# ---- i2c_mem_slave ----
i2c_mem_slave, sequential cells grouped by signal name:
Scale bar: 20 um. Other sequential cells in the stronger gray, the rest of the logic in the fainter gray.
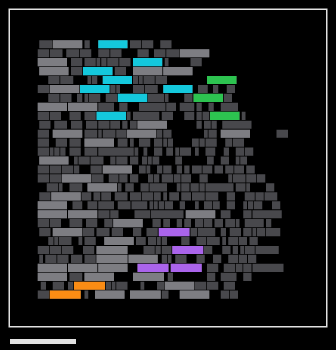

===== config.mk =====
export PLATFORM = sky130hd
export DESIGN_NAME = i2c_mem_slave
export DESIGN_NICKNAME = d
export VERILOG_FILES = /design/src/rtl/i2c_mem_slave_pkg.sv /design/src/rtl/i2c_mem_slave_line_sync.sv /design/src/rtl/i2c_mem_slave.sv
export SDC_FILE = /design/constraint.sdc
export NUM_CORES = 1
export LEC_CHECK = 0
export ABC_CLOCK_PERIOD_IN_PS = 2100
export CAP_MARGIN = 20
export CORE_MARGIN = 8
export CORE_UTILIZATION = 47
export CTS_CLUSTER_SIZE = 10
export DETAILED_ROUTE_END_ITERATION = 6
export PLACE_DENSITY = 0.82
export SYNTH_ARGS = -nofsm -noshare
export SYNTH_HDL_FRONTEND = slang
export SYNTH_SLANG_ARGS = --single-unit

===== constraint.sdc =====
create_clock -name i_clk -period 2.1 [get_ports i_clk]
set_input_delay 0.21 -clock i_clk [delete_from_list [all_inputs] [get_ports i_clk]]
set_output_delay 0.21 -clock i_clk [all_outputs]
set_load 0.01 [all_outputs]

===== src/rtl/i2c_mem_slave_pkg.sv =====
// ---------------------------------------------------------------------------
// i2c_mem_slave_pkg
// Shared types and constants for the I2C memory slave.
//   slave_state_t : FSM state encoding (4 bits, visible on o_slave_state)
//   I2C_RW_READ   : value of the R/W bit that requests a read
//   I2C_ACK       : SDA level that signals acknowledge
//   I2C_BYTE_W    : width of every byte on the I2C wire
// ---------------------------------------------------------------------------
package i2c_mem_slave_pkg;

    localparam int   I2C_BYTE_W  = 8;
    localparam logic I2C_RW_READ = 1'b1;
    localparam logic I2C_ACK     = 1'b0;

    typedef enum logic [3:0] {
        ST_IDLE      = 4'd0,
        ST_DEV_ADDR  = 4'd1,
        ST_RW        = 4'd2,
        ST_ACK_DEV   = 4'd3,
        ST_MEM_ADDR  = 4'd4,
        ST_ACK_ADDR  = 4'd5,
        ST_TX_DATA   = 4'd6,
        ST_RX_DATA   = 4'd7,
        ST_ACK_WR    = 4'd8,
        ST_MACK      = 4'd9,
        ST_WAIT_STOP = 4'd10
    } slave_state_t;

endpackage


===== src/rtl/i2c_mem_slave_line_sync.sv =====
// ---------------------------------------------------------------------------
// i2c_mem_slave_line_sync
// Synchronises the SCL/SDA line levels into the system clock domain and turns
// them into single-cycle event pulses.
//   i_clk, i_reset   : system clock, asynchronous active-high reset
//   i_scl, i_sda     : raw line levels
//   o_scl_rise/fall  : SCL edge pulses (suppressed when a START/STOP fires)
//   o_start, o_stop  : START / STOP condition pulses
//   o_sda            : synchronised SDA, aligned with the pulses above
// Pin change to pulse is SYNC_STAGES+1 clocks.
// ---------------------------------------------------------------------------
module i2c_mem_slave_line_sync #(
    parameter int SYNC_STAGES = 2
) (
    input  logic i_clk,
    input  logic i_reset,
    input  logic i_scl,
    input  logic i_sda,
    output logic o_scl_rise,
    output logic o_scl_fall,
    output logic o_start,
    output logic o_stop,
    output logic o_sda
);

    logic [SYNC_STAGES-1:0] r_scl_sync;
    logic [SYNC_STAGES-1:0] r_sda_sync;
    logic                   r_scl_prev;
    logic                   r_sda_prev;
    logic                   r_scl_rise;
    logic                   r_scl_fall;
    logic                   r_start;
    logic                   r_stop;
    logic                   r_sda;

    logic w_scl;
    logic w_sda;
    logic w_scl_high;
    logic w_start;
    logic w_stop;

    assign w_scl = r_scl_sync[SYNC_STAGES-1];
    assign w_sda = r_sda_sync[SYNC_STAGES-1];

    // SCL must be high on both sides of the SDA edge; an SDA edge that lands
    // in the same sample as an SCL rise is an ordinary data change.
    assign w_scl_high = w_scl & r_scl_prev;
    assign w_start    = w_scl_high &  r_sda_prev & ~w_sda;
    assign w_stop     = w_scl_high & ~r_sda_prev &  w_sda;

    // Idle bus is high on both lines, so the chain resets to 1 to avoid
    // spurious edges when reset releases.
    always_ff @(posedge i_clk or posedge i_reset) begin
        if (i_reset) begin
            r_scl_sync <= '1;
            r_sda_sync <= '1;
            r_scl_prev <= 1'b1;
            r_sda_prev <= 1'b1;
            r_scl_rise <= 1'b0;
            r_scl_fall <= 1'b0;
            r_start    <= 1'b0;
            r_stop     <= 1'b0;
            r_sda      <= 1'b1;
        end else begin
            r_scl_sync <= {r_scl_sync[SYNC_STAGES-2:0], i_scl};
            r_sda_sync <= {r_sda_sync[SYNC_STAGES-2:0], i_sda};
            r_scl_prev <= w_scl;
            r_sda_prev <= w_sda;
            r_start    <= w_start;
            r_stop     <= w_stop;
            r_scl_rise <=  w_scl & ~r_scl_prev & ~(w_start | w_stop);
            r_scl_fall <= ~w_scl &  r_scl_prev & ~(w_start | w_stop);
            r_sda      <= w_sda;
        end
    end

    assign o_scl_rise = r_scl_rise;
    assign o_scl_fall = r_scl_fall;
    assign o_start    = r_start;
    assign o_stop     = r_stop;
    assign o_sda      = r_sda;

endmodule


===== src/rtl/i2c_mem_slave.sv =====
// ---------------------------------------------------------------------------
// i2c_mem_slave
// I2C responder that serves one-byte reads and writes of an attached memory.
// Frame: START, dev id[8], R/W, ACK, mem addr[8], ACK, data[8], ACK, STOP.
//   i_clk, i_reset         : system clock (>= 8x SCL), async active-high reset
//   i_scl_in, i_sda_in     : bus line levels
//   o_sda_oe               : 1 pulls SDA low (open drain)
//   i_dev_id               : device id this slave answers to
//   o_mem_ce/rden/wren     : single-cycle memory strobes
//   o_mem_addr, o_mem_wdata: memory address / write data (held between strobes)
//   i_mem_rdata            : memory read data, valid one clock after rden
//   o_slave_state, o_slave_data, o_slave_mem_address : debug visibility
// ---------------------------------------------------------------------------
module i2c_mem_slave
    import i2c_mem_slave_pkg::*;
#(
    parameter int ADDR_W      = 8,
    parameter int DATA_W      = 8,
    parameter int SYNC_STAGES = 2
) (
    input  logic              i_clk,
    input  logic              i_reset,
    input  logic              i_scl_in,
    input  logic              i_sda_in,
    output logic              o_sda_oe,
    input  logic [7:0]        i_dev_id,
    output logic              o_mem_ce,
    output logic              o_mem_rden,
    output logic              o_mem_wren,
    output logic [ADDR_W-1:0] o_mem_addr,
    output logic [DATA_W-1:0] o_mem_wdata,
    input  logic [DATA_W-1:0] i_mem_rdata,
    output logic [3:0]        o_slave_state,
    output logic [DATA_W-1:0] o_slave_data,
    output logic [ADDR_W-1:0] o_slave_mem_address
);

    logic w_scl_rise;
    logic w_scl_fall;
    logic w_start;
    logic w_stop;
    logic w_sda;

    slave_state_t            r_state;
    logic [2:0]              r_bit_cnt;
    logic [I2C_BYTE_W-1:0]   r_shift;
    logic                    r_rw;
    logic                    r_phase;
    logic                    r_rd_wait;
    logic                    r_sda_oe;
    logic                    r_mem_ce;
    logic                    r_mem_rden;
    logic                    r_mem_wren;
    logic [ADDR_W-1:0]       r_mem_addr;
    logic [DATA_W-1:0]       r_mem_wdata;
    logic [ADDR_W-1:0]       r_addr_lat;

    logic [I2C_BYTE_W-1:0]   w_shift_in;
    logic [2:0]              w_tx_idx;

    i2c_mem_slave_line_sync #(
        .SYNC_STAGES (SYNC_STAGES)
    ) u_line_sync (
        .i_clk      (i_clk),
        .i_reset    (i_reset),
        .i_scl      (i_scl_in),
        .i_sda      (i_sda_in),
        .o_scl_rise (w_scl_rise),
        .o_scl_fall (w_scl_fall),
        .o_start    (w_start),
        .o_stop     (w_stop),
        .o_sda      (w_sda)
    );

    assign w_shift_in = {r_shift[I2C_BYTE_W-2:0], w_sda};
    // Bit to present after the current one in TX_DATA (MSB already driven).
    assign w_tx_idx   = 3'd6 - r_bit_cnt;

    always_ff @(posedge i_clk or posedge i_reset) begin
        if (i_reset) begin
            r_state     <= ST_IDLE;
            r_bit_cnt   <= '0;
            r_shift     <= '0;
            r_rw        <= 1'b0;
            r_phase     <= 1'b0;
            r_rd_wait   <= 1'b0;
            r_sda_oe    <= 1'b0;
            r_mem_ce    <= 1'b0;
            r_mem_rden  <= 1'b0;
            r_mem_wren  <= 1'b0;
            r_mem_addr  <= '0;
            r_mem_wdata <= '0;
            r_addr_lat  <= '0;
        end else begin
            // Strobes are one-clock pulses by default.
            r_mem_ce   <= 1'b0;
            r_mem_rden <= 1'b0;
            r_mem_wren <= 1'b0;

            // Read data appears one clock after rden; capture it then.
            r_rd_wait <= r_mem_rden;
            if (r_rd_wait) begin
                r_shift <= I2C_BYTE_W'(i_mem_rdata);
            end

            if (w_start) begin
                r_state   <= ST_DEV_ADDR;
                r_bit_cnt <= '0;
                r_sda_oe  <= 1'b0;
                r_phase   <= 1'b0;
            end else if (w_stop) begin
                r_state   <= ST_IDLE;
                r_sda_oe  <= 1'b0;
                r_phase   <= 1'b0;
            end else begin
                case (r_state)
                    ST_IDLE: begin
                        r_sda_oe <= 1'b0;
                    end

                    ST_DEV_ADDR: begin
                        if (w_scl_rise) begin
                            r_shift   <= w_shift_in;
                            r_bit_cnt <= r_bit_cnt + 3'd1;
                            if (r_bit_cnt == 3'd7) begin
                                r_state <= ST_RW;
                                r_phase <= 1'b0;
                            end
                        end
                    end

                    // r_phase marks that R/W was sampled and the id matched;
                    // the ACK then starts on the following SCL fall.
                    ST_RW: begin
                        if (w_scl_rise) begin
                            r_rw <= w_sda;
                            if (r_shift == i_dev_id) begin
                                r_phase <= 1'b1;
                            end else begin
                                r_state <= ST_WAIT_STOP;
                            end
                        end else if (w_scl_fall && r_phase) begin
                            r_state  <= ST_ACK_DEV;
                            r_sda_oe <= ~I2C_ACK;
                            r_phase  <= 1'b0;
                        end
                    end

                    ST_ACK_DEV: begin
                        if (w_scl_fall) begin
                            r_sda_oe  <= 1'b0;
                            r_state   <= ST_MEM_ADDR;
                            r_bit_cnt <= '0;
                        end
                    end

                    ST_MEM_ADDR: begin
                        if (w_scl_rise) begin
                            r_shift   <= w_shift_in;
                            r_bit_cnt <= r_bit_cnt + 3'd1;
                            if (r_bit_cnt == 3'd7) begin
                                r_addr_lat <= ADDR_W'(w_shift_in);
                                r_state    <= ST_ACK_ADDR;
                                r_phase    <= 1'b0;
                                if (r_rw == I2C_RW_READ) begin
                                    r_mem_ce   <= 1'b1;
                                    r_mem_rden <= 1'b1;
                                    r_mem_addr <= ADDR_W'(w_shift_in);
                                end
                            end
                        end
                    end

                    // Entered on an SCL rise: first fall starts the ACK,
                    // second fall ends it and hands over to the data byte.
                    ST_ACK_ADDR: begin
                        if (w_scl_fall) begin
                            if (!r_phase) begin
                                r_sda_oe <= ~I2C_ACK;
                                r_phase  <= 1'b1;
                            end else begin
                                r_phase   <= 1'b0;
                                r_bit_cnt <= '0;
                                if (r_rw == I2C_RW_READ) begin
                                    r_state  <= ST_TX_DATA;
                                    r_sda_oe <= ~r_shift[I2C_BYTE_W-1];
                                end else begin
                                    r_state  <= ST_RX_DATA;
                                    r_sda_oe <= 1'b0;
                                end
                            end
                        end
                    end

                    ST_TX_DATA: begin
                        if (w_scl_fall) begin
                            if (r_bit_cnt == 3'd7) begin
                                r_sda_oe <= 1'b0;
                                r_state  <= ST_MACK;
                            end else begin
                                r_sda_oe  <= ~r_shift[w_tx_idx];
                                r_bit_cnt <= r_bit_cnt + 3'd1;
                            end
                        end
                    end

                    // Master ACK/NACK is sampled but has no effect.
                    ST_MACK: begin
                        if (w_scl_rise) begin
                            r_state <= ST_WAIT_STOP;
                        end
                    end

                    ST_RX_DATA: begin
                        if (w_scl_rise) begin
                            r_shift   <= w_shift_in;
                            r_bit_cnt <= r_bit_cnt + 3'd1;
                            if (r_bit_cnt == 3'd7) begin
                                r_mem_ce    <= 1'b1;
                                r_mem_wren  <= 1'b1;
                                r_mem_addr  <= r_addr_lat;
                                r_mem_wdata <= DATA_W'(w_shift_in);
                                r_state     <= ST_ACK_WR;
                                r_phase     <= 1'b0;
                            end
                        end
                    end

                    ST_ACK_WR: begin
                        if (w_scl_fall) begin
                            if (!r_phase) begin
                                r_sda_oe <= ~I2C_ACK;
                                r_phase  <= 1'b1;
                            end else begin
                                r_sda_oe <= 1'b0;
                                r_phase  <= 1'b0;
                                r_state  <= ST_WAIT_STOP;
                            end
                        end
                    end

                    ST_WAIT_STOP: begin
                        r_sda_oe <= 1'b0;
                    end

                    default: begin
                        r_state  <= ST_IDLE;
                        r_sda_oe <= 1'b0;
                    end
                endcase
            end
        end
    end

    assign o_sda_oe            = r_sda_oe;
    assign o_mem_ce            = r_mem_ce;
    assign o_mem_rden          = r_mem_rden;
    assign o_mem_wren          = r_mem_wren;
    assign o_mem_addr          = r_mem_addr;
    assign o_mem_wdata         = r_mem_wdata;
    assign o_slave_state       = r_state;
    assign o_slave_data        = DATA_W'(r_shift);
    assign o_slave_mem_address = r_addr_lat;

endmodule

# ---- mem_data_port ----
File: config.mk
export PLATFORM = sky130hd
export DESIGN_NAME = mem_data_port
export DESIGN_NICKNAME = d
export VERILOG_FILES = /design/src/rtl/mem_data_port.sv
export SDC_FILE = /design/constraint.sdc
export NUM_CORES = 1
export LEC_CHECK = 0
export ABC_AREA = 0
export CORE_ASPECT_RATIO = 1.5
export CORE_MARGIN = 3
export CORE_UTILIZATION = 41
export CTS_CLUSTER_DIAMETER = 100
export DETAILED_ROUTE_END_ITERATION = 6
export GPL_TIMING_DRIVEN = 0
export PLACE_DENSITY_LB_ADDON = 0.12
export SLEW_MARGIN = 20
export SYNTH_ARGS = -nofsm -noshare
export SYNTH_HDL_FRONTEND = slang
export SYNTH_SLANG_ARGS = --single-unit
File: constraint.sdc
create_clock -name clock -period 4.26 [get_ports clock]
set_input_delay 0.639 -clock clock [delete_from_list [all_inputs] [get_ports clock]]
set_output_delay 0.639 -clock clock [all_outputs]
set_load 0.01 [all_outputs]
File: src/rtl/mem_data_port.sv
// Memory-side datapath front end: owns MAR/MDR and runs req/ack read/write
// transactions to word memory, aborting on a wait-state timeout.
module mem_data_port #(
    parameter int unsigned DATA_W  = 32,
    parameter int unsigned ADDR_W  = 9,
    parameter int unsigned TIMEOUT = 16
) (
    input  logic              clock,
    input  logic              clear_n,
    input  logic [DATA_W-1:0] bus_in,
    input  logic              mar_in,
    input  logic              mdr_in,
    input  logic              start_read,
    input  logic              start_write,
    input  logic              mem_ack,
    input  logic [DATA_W-1:0] mem_rdata,
    output logic [DATA_W-1:0] mdr_out,
    output logic [ADDR_W-1:0] mem_addr,
    output logic [DATA_W-1:0] mem_wdata,
    output logic              mem_req,
    output logic              mem_we,
    output logic              busy,
    output logic              done,
    output logic              timeout_err
);

    localparam int unsigned CNT_W = (TIMEOUT > 2) ? $clog2(TIMEOUT) : 1;

    typedef enum logic [1:0] {
        IDLE  = 2'd0,
        READ  = 2'd1,
        WRITE = 2'd2,
        DONE  = 2'd3
    } state_t;

    state_t             state;
    state_t             state_next;
    logic [ADDR_W-1:0]  mar;
    logic [DATA_W-1:0]  mdr;
    logic [CNT_W-1:0]   wait_cnt;
    logic               in_xfer;
    logic               start_any;
    logic               expire;

    assign in_xfer   = (state == READ) || (state == WRITE);
    assign start_any = start_read || start_write;
    // Ack on the final wait edge still wins over the abort.
    assign expire    = in_xfer && !mem_ack && (wait_cnt == CNT_W'(TIMEOUT - 1));

    // State register
    always_ff @(posedge clock or negedge clear_n) begin
        if (!clear_n) begin
            state <= IDLE;
        end else begin
            state <= state_next;
        end
    end

    // Next-state logic; read has priority when both starts are raised
    always_comb begin
        state_next = state;
        case (state)
            IDLE: begin
                if (start_read) begin
                    state_next = READ;
                end else if (start_write) begin
                    state_next = WRITE;
                end
            end
            READ, WRITE: begin
                if (mem_ack || expire) begin
                    state_next = DONE;
                end
            end
            DONE:    state_next = IDLE;
            default: state_next = IDLE;
        endcase
    end

    // Outputs decoded purely from the state register: no ack-to-req path
    always_comb begin
        mem_req = 1'b0;
        mem_we  = 1'b0;
        busy    = 1'b0;
        done    = 1'b0;
        case (state)
            READ: begin
                mem_req = 1'b1;
                busy    = 1'b1;
            end
            WRITE: begin
                mem_req = 1'b1;
                mem_we  = 1'b1;
                busy    = 1'b1;
            end
            DONE: begin
                busy = 1'b1;
                done = 1'b1;
            end
            default: ;
        endcase
    end

    // MAR/MDR, wait counter and sticky timeout flag
    always_ff @(posedge clock or negedge clear_n) begin
        if (!clear_n) begin
            mar         <= '0;
            mdr         <= '0;
            wait_cnt    <= '0;
            timeout_err <= 1'b0;
        end else begin
            case (state)
                IDLE: begin
                    if (mar_in) begin
                        mar <= bus_in[ADDR_W-1:0];
                    end
                    if (mdr_in) begin
                        mdr <= bus_in;
                    end
                    if (start_any) begin
                        wait_cnt    <= '0;
                        timeout_err <= 1'b0;
                    end
                end
                READ, WRITE: begin
                    if (mem_ack) begin
                        if (state == READ) begin
                            mdr <= mem_rdata;
                        end
                    end else if (expire) begin
                        timeout_err <= 1'b1;
                    end else begin
                        wait_cnt <= wait_cnt + CNT_W'(1);
                    end
                end
                default: ;
            endcase
        end
    end

    assign mdr_out   = mdr;
    assign mem_wdata = mdr;
    assign mem_addr  = mar;

endmodule

# ---- reset_sequencer ----
[config.mk]
export PLATFORM = sky130hd
export DESIGN_NAME = reset_sequencer
export DESIGN_NICKNAME = d
export VERILOG_FILES = /design/src/rtl/rstseq_pkg.sv /design/src/rtl/bit_sync.sv /design/src/rtl/reset_sequencer.sv
export SDC_FILE = /design/constraint.sdc
export NUM_CORES = 1
export LEC_CHECK = 0
export CAP_MARGIN = 20
export CORE_MARGIN = 3
export CORE_UTILIZATION = 55
export CTS_CLUSTER_DIAMETER = 60
export DETAILED_ROUTE_END_ITERATION = 8
export GPL_TIMING_DRIVEN = 0
export HOLD_SLACK_MARGIN = 0.05
export PLACE_DENSITY = 0.78
export SYNTH_ARGS = -nofsm -noshare
export SYNTH_HDL_FRONTEND = slang
export SYNTH_SLANG_ARGS = --single-unit
[constraint.sdc]
create_clock -name clk -period 3.7 [get_ports clk]
set_input_delay 1.11 -clock clk [delete_from_list [all_inputs] [get_ports clk]]
set_output_delay 1.11 -clock clk [all_outputs]
set_load 0.1 [all_outputs]
[src/rtl/rstseq_pkg.sv]
// Shared types and helpers for the reset sequencer: FSM state encoding and
// elaboration-time sizing helpers.
package rstseq_pkg;

   localparam int RSTSEQ_STATE_W = 3;

   typedef enum logic [RSTSEQ_STATE_W-1:0] {
      ASSERT    = 3'd0,
      WAIT_LOCK = 3'd1,
      HOLD      = 3'd2,
      RELEASE   = 3'd3,
      RUN       = 3'd4
   } rstseq_state_e;

   function automatic int max_int(input int a, input int b);
      return (a > b) ? a : b;
   endfunction

endpackage

[src/rtl/bit_sync.sv]
// Single-bit synchronizer chain with an asynchronous reset to a chosen value.
module bit_sync #(
   parameter int   STAGES    = 2,
   parameter logic RESET_VAL = 1'b0
) (
   input  logic clk,
   input  logic arst_i,
   input  logic d_i,
   output logic q_o
);

   logic [STAGES-1:0] chain_q;

   if (STAGES < 2) begin : g_chk_stages
      $error("bit_sync: STAGES must be >= 2");
   end

   // Shift the input through the chain; async reset loads every stage.
   always_ff @(posedge clk or posedge arst_i) begin
      if (arst_i) begin
         chain_q <= {STAGES{RESET_VAL}};
      end else begin
         chain_q <= {chain_q[STAGES-2:0], d_i};
      end
   end

   assign q_o = chain_q[STAGES-1];

endmodule

[src/rtl/reset_sequencer.sv]
// Per-domain reset generator: asserts all resets asynchronously, then releases
// them after PLL lock, a hold period and a fixed stagger between domains.
module reset_sequencer
   import rstseq_pkg::*;
#(
   parameter int SYNC_STAGES    = 2,
   parameter int HOLD_CYCLES    = 16,
   parameter int NUM_DOMAINS    = 3,
   parameter int STAGGER_CYCLES = 4
) (
   input  logic                      clk,
   input  logic                      reset,
   input  logic                      pll_locked_i,
   input  logic                      sw_reset_i,
   output logic [NUM_DOMAINS-1:0]    rst_o,
   output logic                      ready_o,
   output logic [RSTSEQ_STATE_W-1:0] state_o
);

   localparam int CNT_W = $clog2(max_int(HOLD_CYCLES, STAGGER_CYCLES) + 1);
   localparam int IDX_W = $clog2(NUM_DOMAINS + 1);

   localparam logic [CNT_W-1:0] HOLD_LAST    = CNT_W'(HOLD_CYCLES - 1);
   localparam logic [CNT_W-1:0] STAGGER_LAST = CNT_W'(STAGGER_CYCLES - 1);
   localparam logic [IDX_W-1:0] IDX_LAST     = IDX_W'(NUM_DOMAINS - 1);

   if (SYNC_STAGES < 2) begin : g_chk_sync
      $error("reset_sequencer: SYNC_STAGES must be >= 2");
   end
   if (HOLD_CYCLES < 1) begin : g_chk_hold
      $error("reset_sequencer: HOLD_CYCLES must be >= 1");
   end
   if (NUM_DOMAINS < 1) begin : g_chk_dom
      $error("reset_sequencer: NUM_DOMAINS must be >= 1");
   end
   if (STAGGER_CYCLES < 1) begin : g_chk_stag
      $error("reset_sequencer: STAGGER_CYCLES must be >= 1");
   end

   logic rst_sync;
   logic lock_sync;

   rstseq_state_e          state_q, state_d;
   logic [CNT_W-1:0]       cnt_q, cnt_d;
   logic [IDX_W-1:0]       idx_q, idx_d;
   logic [NUM_DOMAINS-1:0] rst_q, rst_d;
   logic                   ready_q, ready_d;

   // The reset chain gives a synchronous release of the board reset.
   bit_sync #(
      .STAGES    (SYNC_STAGES),
      .RESET_VAL (1'b1)
   ) u_rst_sync (
      .clk    (clk),
      .arst_i (reset),
      .d_i    (1'b0),
      .q_o    (rst_sync)
   );

   bit_sync #(
      .STAGES    (SYNC_STAGES),
      .RESET_VAL (1'b0)
   ) u_lock_sync (
      .clk    (clk),
      .arst_i (reset),
      .d_i    (pll_locked_i),
      .q_o    (lock_sync)
   );

   // Next-state, counter, domain index and output decode.
   always_comb begin
      state_d = state_q;
      cnt_d   = cnt_q;
      idx_d   = idx_q;
      rst_d   = rst_q;
      case (state_q)
         ASSERT: begin
            rst_d = '1;
            if (!rst_sync) begin
               state_d = WAIT_LOCK;
            end else begin
               state_d = ASSERT;
            end
         end
         WAIT_LOCK: begin
            rst_d = '1;
            cnt_d = '0;
            idx_d = '0;
            if (lock_sync) begin
               state_d = HOLD;
            end else begin
               state_d = WAIT_LOCK;
            end
         end
         HOLD: begin
            rst_d = '1;
            if (!lock_sync) begin
               state_d = WAIT_LOCK;
               cnt_d   = '0;
            end else if (sw_reset_i) begin
               cnt_d = '0;
            end else if (cnt_q == HOLD_LAST) begin
               rst_d[0] = 1'b0;
               cnt_d    = '0;
               idx_d    = IDX_W'(1);
               if (NUM_DOMAINS == 1) begin
                  state_d = RUN;
               end else begin
                  state_d = RELEASE;
               end
            end else begin
               cnt_d = cnt_q + CNT_W'(1);
            end
         end
         RELEASE: begin
            if (!lock_sync) begin
               rst_d   = '1;
               state_d = WAIT_LOCK;
               cnt_d   = '0;
               idx_d   = '0;
            end else if (sw_reset_i) begin
               rst_d   = '1;
               state_d = HOLD;
               cnt_d   = '0;
               idx_d   = '0;
            end else if (cnt_q == STAGGER_LAST) begin
               for (int i = 0; i < NUM_DOMAINS; i++) begin
                  if (idx_q == IDX_W'(i)) begin
                     rst_d[i] = 1'b0;
                  end else begin
                     rst_d[i] = rst_q[i];
                  end
               end
               idx_d = idx_q + IDX_W'(1);
               cnt_d = '0;
               if (idx_q == IDX_LAST) begin
                  state_d = RUN;
               end else begin
                  state_d = RELEASE;
               end
            end else begin
               cnt_d = cnt_q + CNT_W'(1);
            end
         end
         RUN: begin
            if (!lock_sync) begin
               rst_d   = '1;
               state_d = WAIT_LOCK;
               cnt_d   = '0;
               idx_d   = '0;
            end else if (sw_reset_i) begin
               rst_d   = '1;
               state_d = HOLD;
               cnt_d   = '0;
               idx_d   = '0;
            end else begin
               state_d = RUN;
            end
         end
         default: begin
            rst_d   = '1;
            state_d = ASSERT;
            cnt_d   = '0;
            idx_d   = '0;
         end
      endcase
      ready_d = (state_d == RUN);
   end

   // State and output registers, all cleared by the board reset.
   always_ff @(posedge clk or posedge reset) begin
      if (reset) begin
         state_q <= ASSERT;
         cnt_q   <= '0;
         idx_q   <= '0;
         rst_q   <= '1;
         ready_q <= 1'b0;
      end else begin
         state_q <= state_d;
         cnt_q   <= cnt_d;
         idx_q   <= idx_d;
         rst_q   <= rst_d;
         ready_q <= ready_d;
      end
   end

   assign rst_o   = rst_q;
   assign ready_o = ready_q;
   assign state_o = state_q;

endmodule

# ---- bcd_seg_scanner ----
==> src/rtl/seg_pkg.sv <==
// rtl/seg_pkg.sv - segment bit order and active-high 7-segment glyph constants
package seg_pkg;

  // Bit positions inside a {g,f,e,d,c,b,a} pattern
  localparam int SEG_BIT_A = 0;
  localparam int SEG_BIT_B = 1;
  localparam int SEG_BIT_C = 2;
  localparam int SEG_BIT_D = 3;
  localparam int SEG_BIT_E = 4;
  localparam int SEG_BIT_F = 5;
  localparam int SEG_BIT_G = 6;

  localparam logic [6:0] SEG_0    = 7'h3F;
  localparam logic [6:0] SEG_1    = 7'h06;
  localparam logic [6:0] SEG_2    = 7'h5B;
  localparam logic [6:0] SEG_3    = 7'h4F;
  localparam logic [6:0] SEG_4    = 7'h66;
  localparam logic [6:0] SEG_5    = 7'h6D;
  localparam logic [6:0] SEG_6    = 7'h7D;
  localparam logic [6:0] SEG_7    = 7'h07;
  localparam logic [6:0] SEG_8    = 7'h7F;
  localparam logic [6:0] SEG_9    = 7'h6F;
  localparam logic [6:0] SEG_DASH = 7'(1 << SEG_BIT_G);
  localparam logic [6:0] SEG_OFF  = 7'h00;

  typedef logic [1:0] digit_idx_t;

endpackage

==> src/rtl/seg7_decode.sv <==
// rtl/seg7_decode.sv - nibble to active-high 7-segment pattern, invalid BCD shown as dash
module seg7_decode
  import seg_pkg::*;
(
  input  logic [3:0] nibble,
  output logic [6:0] pattern
);

  always_comb begin
    pattern = SEG_DASH;
    case (nibble)
      4'd0: pattern = SEG_0;
      4'd1: pattern = SEG_1;
      4'd2: pattern = SEG_2;
      4'd3: pattern = SEG_3;
      4'd4: pattern = SEG_4;
      4'd5: pattern = SEG_5;
      4'd6: pattern = SEG_6;
      4'd7: pattern = SEG_7;
      4'd8: pattern = SEG_8;
      4'd9: pattern = SEG_9;
      default: pattern = SEG_DASH;
    endcase
  end

endmodule

==> src/rtl/bcd_seg_scanner.sv <==
// rtl/bcd_seg_scanner.sv - 4-digit multiplexed 7-segment scanner with double-buffered BCD input
module bcd_seg_scanner
  import seg_pkg::*;
#(
  parameter int REFRESH_DIV = 50000,
  parameter bit SEG_ACT_LOW = 1'b1,
  parameter bit AN_ACT_LOW  = 1'b1
) (
  input  logic        clk,
  input  logic        rst,
  input  logic [15:0] bcd_in,
  input  logic        bcd_valid,
  input  logic        blank_en,
  input  logic [3:0]  dp_in,
  output logic [6:0]  seg,
  output logic        dp,
  output logic [3:0]  an,
  output logic        frame_tick
);

  localparam int PW = (REFRESH_DIV > 1) ? $clog2(REFRESH_DIV) : 1;
  localparam logic [PW-1:0] PRESC_MAX = PW'(REFRESH_DIV - 1);
  localparam logic [6:0] SEG_XOR = {7{SEG_ACT_LOW}};
  localparam logic [3:0] AN_XOR  = {4{AN_ACT_LOW}};

  logic [PW-1:0] presc;
  digit_idx_t    idx;
  logic [15:0]   disp_reg;
  logic [15:0]   pend_reg;
  logic          pend_flag;

  logic       tick;
  logic       wrap;
  logic [3:0] blank;
  logic [3:0] cur_nib;
  logic [6:0] cur_pat;
  logic [6:0] seg_lit;
  logic [3:0] an_lit;
  logic       dp_lit;

  assign tick = (presc == PRESC_MAX);
  assign wrap = tick && (idx == 2'd3);

  always_ff @(posedge clk) begin
    if (rst) begin
      presc <= '0;
      idx   <= '0;
    end else begin
      presc <= tick ? '0 : presc + 1'b1;
      if (tick) idx <= idx + 1'b1;
    end
  end

  // disp_reg only moves on wrap so a frame is never drawn from two different values
  always_ff @(posedge clk) begin
    if (rst) begin
      disp_reg  <= '0;
      pend_reg  <= '0;
      pend_flag <= 1'b0;
    end else begin
      if (bcd_valid) begin
        pend_reg  <= bcd_in;
        pend_flag <= 1'b1;
      end
      if (wrap) begin
        if (bcd_valid) begin
          disp_reg  <= bcd_in;
          pend_flag <= 1'b0;
        end else if (pend_flag) begin
          disp_reg  <= pend_reg;
          pend_flag <= 1'b0;
        end
      end
    end
  end

  // A digit is a leading zero when it and every digit above it are zero
  always_comb begin
    blank    = 4'b0000;
    blank[3] = blank_en && (disp_reg[15:12] == 4'd0);
    blank[2] = blank[3] && (disp_reg[11:8] == 4'd0);
    blank[1] = blank[2] && (disp_reg[7:4] == 4'd0);
  end

  assign cur_nib = disp_reg[{idx, 2'b00} +: 4];

  seg7_decode u_decode (
    .nibble  (cur_nib),
    .pattern (cur_pat)
  );

  always_comb begin
    seg_lit = blank[idx] ? SEG_OFF : cur_pat;
    an_lit  = blank[idx] ? 4'b0000 : (4'b0001 << idx);
    dp_lit  = dp_in[idx] && !blank[idx];
  end

  always_ff @(posedge clk) begin
    if (rst) begin
      seg        <= SEG_OFF ^ SEG_XOR;
      an         <= 4'b0000 ^ AN_XOR;
      dp         <= SEG_ACT_LOW;
      frame_tick <= 1'b0;
    end else begin
      seg        <= seg_lit ^ SEG_XOR;
      an         <= an_lit ^ AN_XOR;
      dp         <= dp_lit ^ SEG_ACT_LOW;
      frame_tick <= wrap;
    end
  end

endmodule

==> config.mk <==
export PLATFORM = sky130hd
export DESIGN_NAME = bcd_seg_scanner
export DESIGN_NICKNAME = d
export VERILOG_FILES = /design/src/rtl/seg_pkg.sv /design/src/rtl/seg7_decode.sv /design/src/rtl/bcd_seg_scanner.sv
export SDC_FILE = /design/constraint.sdc
export NUM_CORES = 1
export LEC_CHECK = 0
export CAP_MARGIN = 20
export CORE_UTILIZATION = 54
export DETAILED_ROUTE_END_ITERATION = 12
export PLACE_DENSITY = 0.84
export SLEW_MARGIN = 20
export SYNTH_ARGS = -nofsm -noshare
export SYNTH_HDL_FRONTEND = slang
export SYNTH_SLANG_ARGS = --single-unit
==> constraint.sdc <==
create_clock -name clk -period 2.2 [get_ports clk]
set_input_delay 0.33 -clock clk [delete_from_list [all_inputs] [get_ports clk]]
set_output_delay 0.33 -clock clk [all_outputs]
set_load 0.05 [all_outputs]
reset_sequencer, drive-strength map:
Scale bar: 10 um.
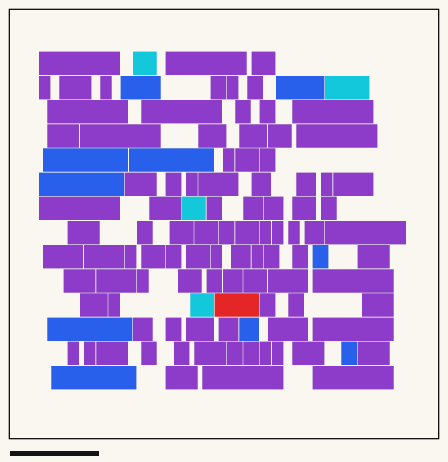
Key: red = drive 6 and up [cells 1, share 0.90%]; purple = drive 1 or less [cells 96, share 86%]; cyan = drive 3 to 4 [cells 4, share 3.6%]; blue = drive 2 [cells 10, share 9.0%]

==> impl_metrics.py, reset_sequencer <==
# Auto-generated metrics
metrics = {
    "clocking": {
        "hold_buffers": 0,
        "clock-sinks": 18,
        "htree_levels": 1,
    },
    "floorplan": {
        "io_pins": 11,
    },
    "outcome": {
        "status": "completed",
    },
    "final_timing": {
        "setup_tns_ps": 0,
        "timing.final.crit_share_pct": 83.3,
        "finalClockSkew_ps": 6.07,
        "drv_slew": 0,
        "worstMarginPinSlew_ps": 969,
        "relSlewSlack_pct": 35.2,
    },
    "place": {
        "post-place-ws_ps": 954,
    },
    "power": {
        "power.total_mw": 0.438,
        "powerClk_mw": 0.123,
    },
    "global_route": {
        "antenna_found_initial": 0,
        "grt_overflow": 0,
    },
    "synth": {
        "ys_seq_share_pct": 46.7,
    },
    "setup_path": {
        "required_ps": 2590,
        "cp_slowest_cell": "clkdlybuf4s50_1",
        "r2r_end": "idx_q[1]",
    },
    "min_path": {
        "holdPathEnd": "u_rst_sync.chain_q[1]",
        "min_path_cells": 0,
        "min_from": "u_rst_sync.chain_q[0]",
    },
    "routing": {
        "routed_wl_um": 1950,
        "drc_errors": 0,
    },
    "finish": {
        "ff_latch_area_um2": 457,
        "final_cell_area_um2": 1140,
        "sh_comb_area_pct": 42.4,
    },
}
[reset_sequencer: flip-flops by register name, summed over array words and instances, names as in the netlist]
signal               cells
state_o                  3
rst_o                    3
u_lock_sync.chain_q      2
u_rst_sync.chain_q       2
cnt_q                    5
idx_q                    2
ready_o                  1
[reset_sequencer: cell families after synthesis]
logic type                 count (synthesis)  share of synthesized area (%)
AOI/OAI and AO/OA                         31                           20.6
adders and majority gates                  6                           7.67
DFF                                       18                           46.7
and+or+nand+nor                           32                           21.0
buffers and inverters                      9                           3.71
other                                      1                          0.383
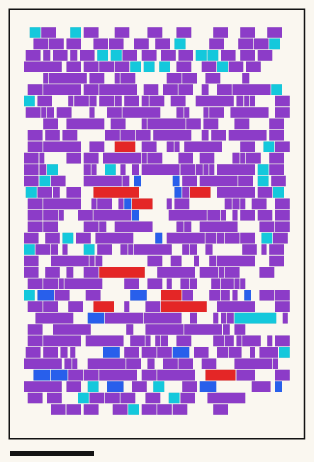
mem_data_port: drive-strength map
Scale bar: 20 um.
Key: blue = drive 2 [cells 17, share 4.3%]; purple = drive 1 or less [cells 339, share 85%]; red = drive 6 and up [cells 9, share 2.3%]; cyan = drive 3 to 4 [cells 34, share 8.5%]

==> impl_metrics.py, mem_data_port <==
# Auto-generated metrics
metrics = {
    "clocking": {
        "numCtsBuffers": 5,
    },
    "min_path": {
        "hp-class": "in2async",
    },
    "finish": {
        "fin_cells": 471,
        "area_share_nonclk_buffers_pct": 42.1,
    },
    "global_route": {
        "busiest_layer": "met2",
        "grt_overflow": 0,
        "first_global_vias": 2433,
        "grt_pass1_wl_um": 11500,
    },
    "synth": {
        "synth_stat.cells": 242,
    },
    "setup_path": {
        "r2r-start": "state[0]",
        "r2r_slack_ps": 1840,
    },
    "routing": {
        "avgViaCountPerCell": 4.92,
        "first_pass_iters": 4,
    },
    "power": {
        "power.density_nw_per_um2": 885,
    },
    "outcome": {
        "status": "completed",
    },
}
## mem_data_port: power breakdown
group / switching, mW / internal (mW) / leakage (nW) / total [mW]
sequential: 0.173 / 0.696 / 0.548 / 0.870
combinational: 1.11 / 1.34 / 1.24 / 2.45
clock: 0.156 / 0.293 / 0.0784 / 0.449
## mem_data_port: critical path, cell delays in order (launching register included)
cell       delay [ps]
dfrtp_1           410
inv_1             100
ha_1              310
buf_2             180
nor2_1            110
a2111oi_4         570
clkbuf_1          480
a21oi_1           130
i2c_mem_slave, clock wires, drivers and flops:
Scale bar: 20 um.
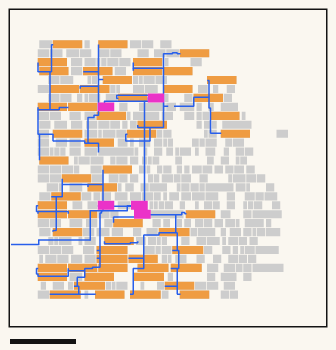
Key: orange = flip-flops [count 56]; blue = clock wires [length 596 um]; magenta = cells driving clock nets [count 5]
There are 6 routed clock nets.

i2c_mem_slave, clock nets:
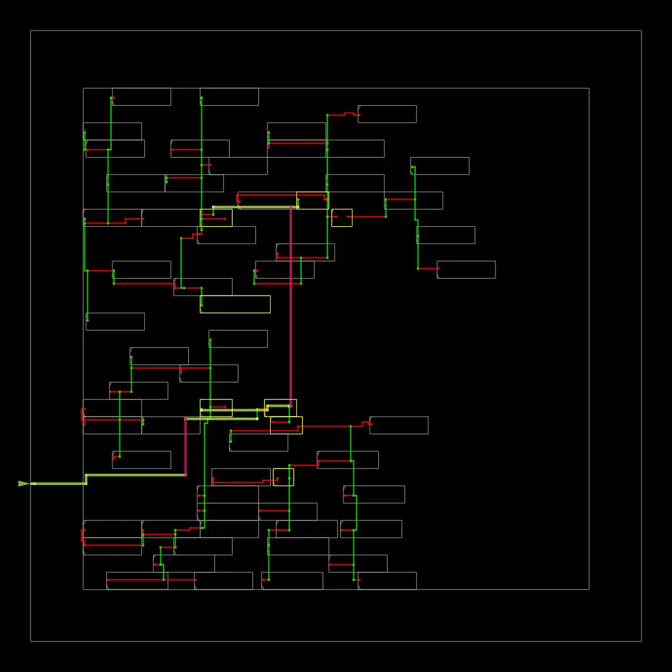
CTS Sinks: 56
Latency at later pin: 310 ps

Notes on 'sequential cells grouped by signal name' of i2c_mem_slave above:
Key: purple = o_slave_state [flops 4, where bottom middle]; cyan = o_slave_data [flops 8]; green = r_bit_cnt [flops 3]; orange = u_line_sync.r_sda_sync [flops 2]

==> impl_metrics.py, i2c_mem_slave <==
# Auto-generated metrics
metrics = {
    "finish": {
        "inverters_excl_clock": 8,
        "seq_share_pct": 33.5,
        "area_growth_pct": 40.1,
    },
    "setup_path": {
        "cp-endpoint": "o_slave_state[0]",
        "startpoint_type": "register",
        "worst-path-stages": 6,
        "worstPathCellList": "buf_4 > o2111ai_1 > o311ai_4 > a2111oi_4 > buf_4 > mux2i_1",
    },
    "final_timing": {
        "rsz0062_at_grt": "true",
        "hold_violations": 0,
    },
    "floorplan": {
        "die_x_um": 96.1,
        "fp-row-count": 29,
        "die_h_um": 96.1,
    },
    "clocking": {
        "cts_setup_buffers": 2,
        "hold_buffers": 0,
    },
    "global_route": {
        "grt_pass1_wl_um": 13900,
        "first_global_vias": 2725,
    },
    "power": {
        "power.group.top": "combinational cells",
    },
    "routing": {
        "ant_nets": 0,
    },
    "outcome": {
        "status": "completed",
    },
}
==> i2c_mem_slave: logic make-up after synthesis <==
logic type	synth area share, %
buffers and inverters	3.69
adders and majority gates	1.24
and+or+nand+nor	13.8
muxes	16.1
xor gates and xnor gates	3.49
DFF	46.7
AOI/OAI and AO/OA	15.0
==> i2c_mem_slave: metal layers <==
| layer | global-route usage (%) | routed length (um) | up-vias |
|---|---|---|---|
| li1 | - | - | 1222 |
| met4 | 6.15 | 131 | 0 |
| met5 | 0 | 0 | - |
| met2 | 30.7 | 4050 | 89 |
| met3 | 7.49 | 741 | 12 |
| met1 | 23.3 | 3580 | 1277 |
bcd_seg_scanner, drive-strength map:
Scale bar: 20 um.
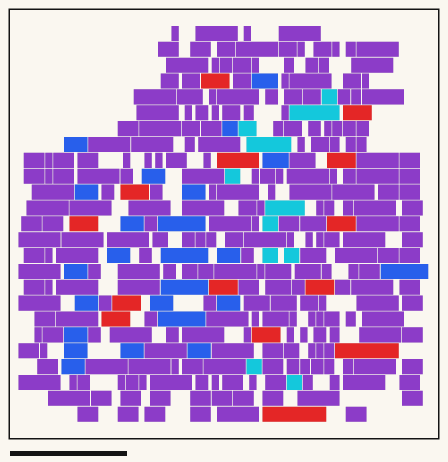
Key: purple = drive 1 or less [cells 259, share 84%]; red = drive 6 and up [cells 14, share 4.5%]; cyan = drive 3 to 4 [cells 11, share 3.6%]; blue = drive 2 [cells 24, share 7.8%]

bcd_seg_scanner, clock wires, drivers and flops:
Scale bar: 20 um.
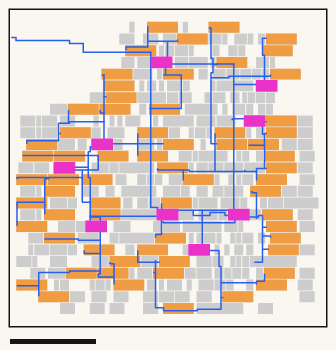
Key: orange = flip-flops [count 64]; blue = clock wires [length 720 um]; magenta = cells driving clock nets [count 9]
There are 10 routed clock nets. Position of the flops: all over the die.

==> impl_metrics.py, bcd_seg_scanner <==
# Auto-generated metrics
metrics = {
    "synth": {
        "most_common_cell": "dfxtp_1",
        "synth_stat.cells": 264,
        "ys_sh_adder_pct": 4.55,
        "yosysTopAreaCell": "dfxtp_1",
    },
    "global_route": {
        "grt_use_met1_pct": 25.7,
        "first_global_vias": 1776,
    },
    "final_timing": {
        "timing.final.crit_share_pct": 90.5,
        "worstMarginPinSlew_ps": 872,
        "period_needed_ps": 1990,
        "hold_slack_ps": 469,
    },
    "finish": {
        "seq_share_pct": 37.5,
        "sh_comb_area_pct": 39.9,
    },
    "power": {
        "pg_seq_mw": 1.20,
        "powerClk_mw": 1.14,
    },
    "routing": {
        "drc_errors": 0,
    },
    "setup_path": {
        "startpoint_type": "register",
        "cp_max_fo": 16,
    },
    "place": {
        "dp_hpwl_um": 3480,
        "place_congestion": 0.768,
    },
    "floorplan": {
        "io_pins": 37,
        "initCoreUtil_pct": 57.1,
    },
    "outcome": {
        "status": "completed",
    },
}
## bcd_seg_scanner: path summary, 6_finish.rpt
check / startpoint / cells after the start / slack [ps] / endpoint
hold reg to reg: presc[0] / 1 / 470 / presc[0]
hold / removal: presc[0] / 1 / 470 / presc[0]
setup reg to reg: presc[0] / 6 / 210 / disp_reg[4]
setup / recovery: presc[0] / 6 / 210 / disp_reg[4]
## bcd_seg_scanner: critical path, delay by kind of cell, from the launching register on
kind / cells / cell delay (ps)
muxes: 1 / 340
DFF: 1 / 370
and+or+nand+nor: 3 / 790
buffers and inverters: 1 / 190
adders and majority gates: 1 / 190


==> gallery <==
Close-up of the layout.
(a)
Region (37, 10) to (67, 40) um. Cells in gray, sequential cells in the stronger gray; small squares are vias.
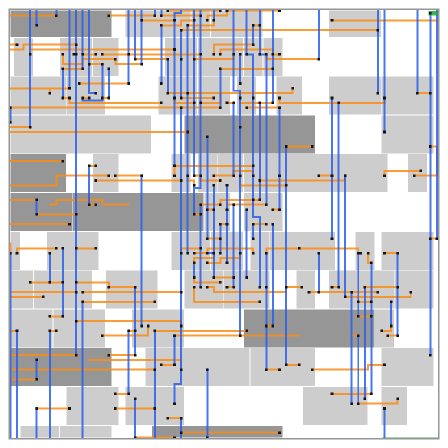
(b)
Region (18, 0) to (48, 30) um. Cells in gray, sequential cells in the stronger gray; small squares are vias.
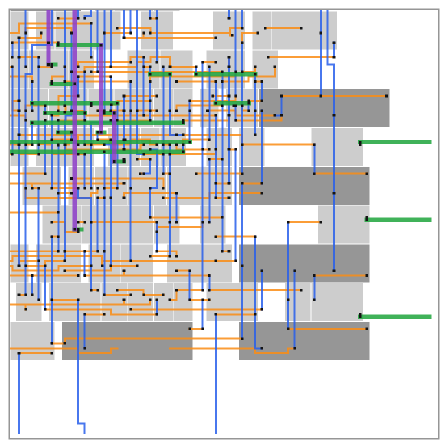
(c)
Region (57, 9) to (87, 39) um. Cells in gray, sequential cells in the stronger gray; small squares are vias.
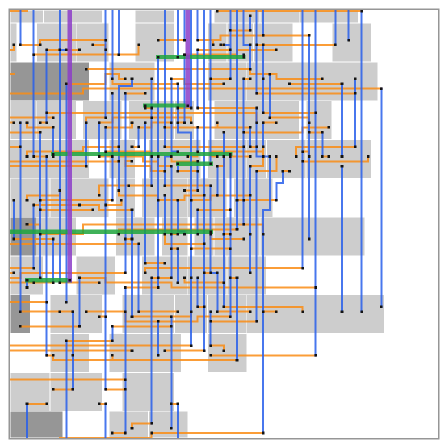
(d)
Region (40, 3) to (70, 33) um. Cells in gray, sequential cells in the stronger gray; small squares are vias.
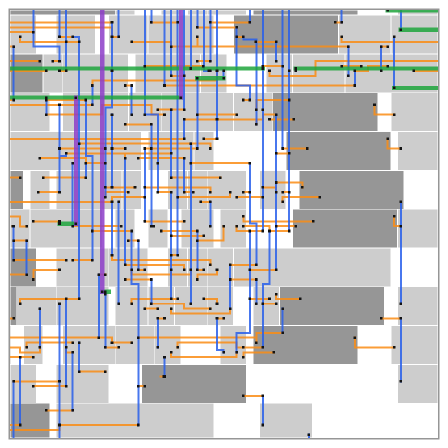
(c): i2c_mem_slave
(b): reset_sequencer
(a): mem_data_port
(d): bcd_seg_scanner


## Gallery

Sequential cells grouped by signal name.
image #1
Scale bar: 10 um. Other sequential cells in the stronger gray, the rest of the logic in the fainter gray.
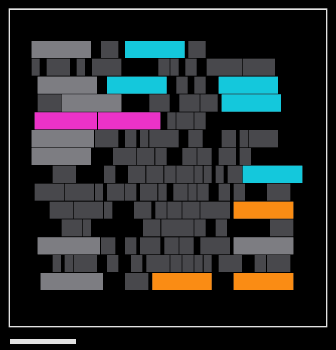
image #2
Scale bar: 20 um. Other sequential cells in the stronger gray, the rest of the logic in the fainter gray.
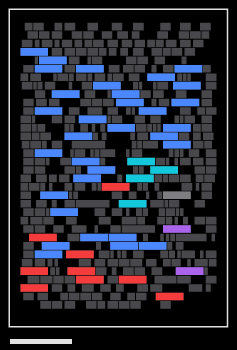
image #3
Scale bar: 20 um. Other sequential cells in the stronger gray, the rest of the logic in the fainter gray.
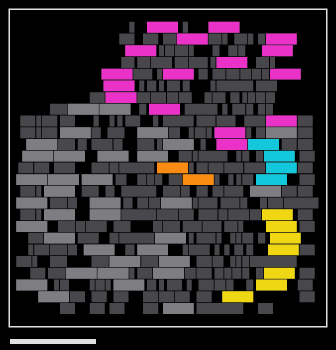
Of these, largest die: image #2
Of these, fewest sequential cells: image #1
bcd_seg_scanner is image #3.
mem_data_port is image #2.
reset_sequencer is image #1.

No activity file was given, so power comes from the tool's default toggle rates.
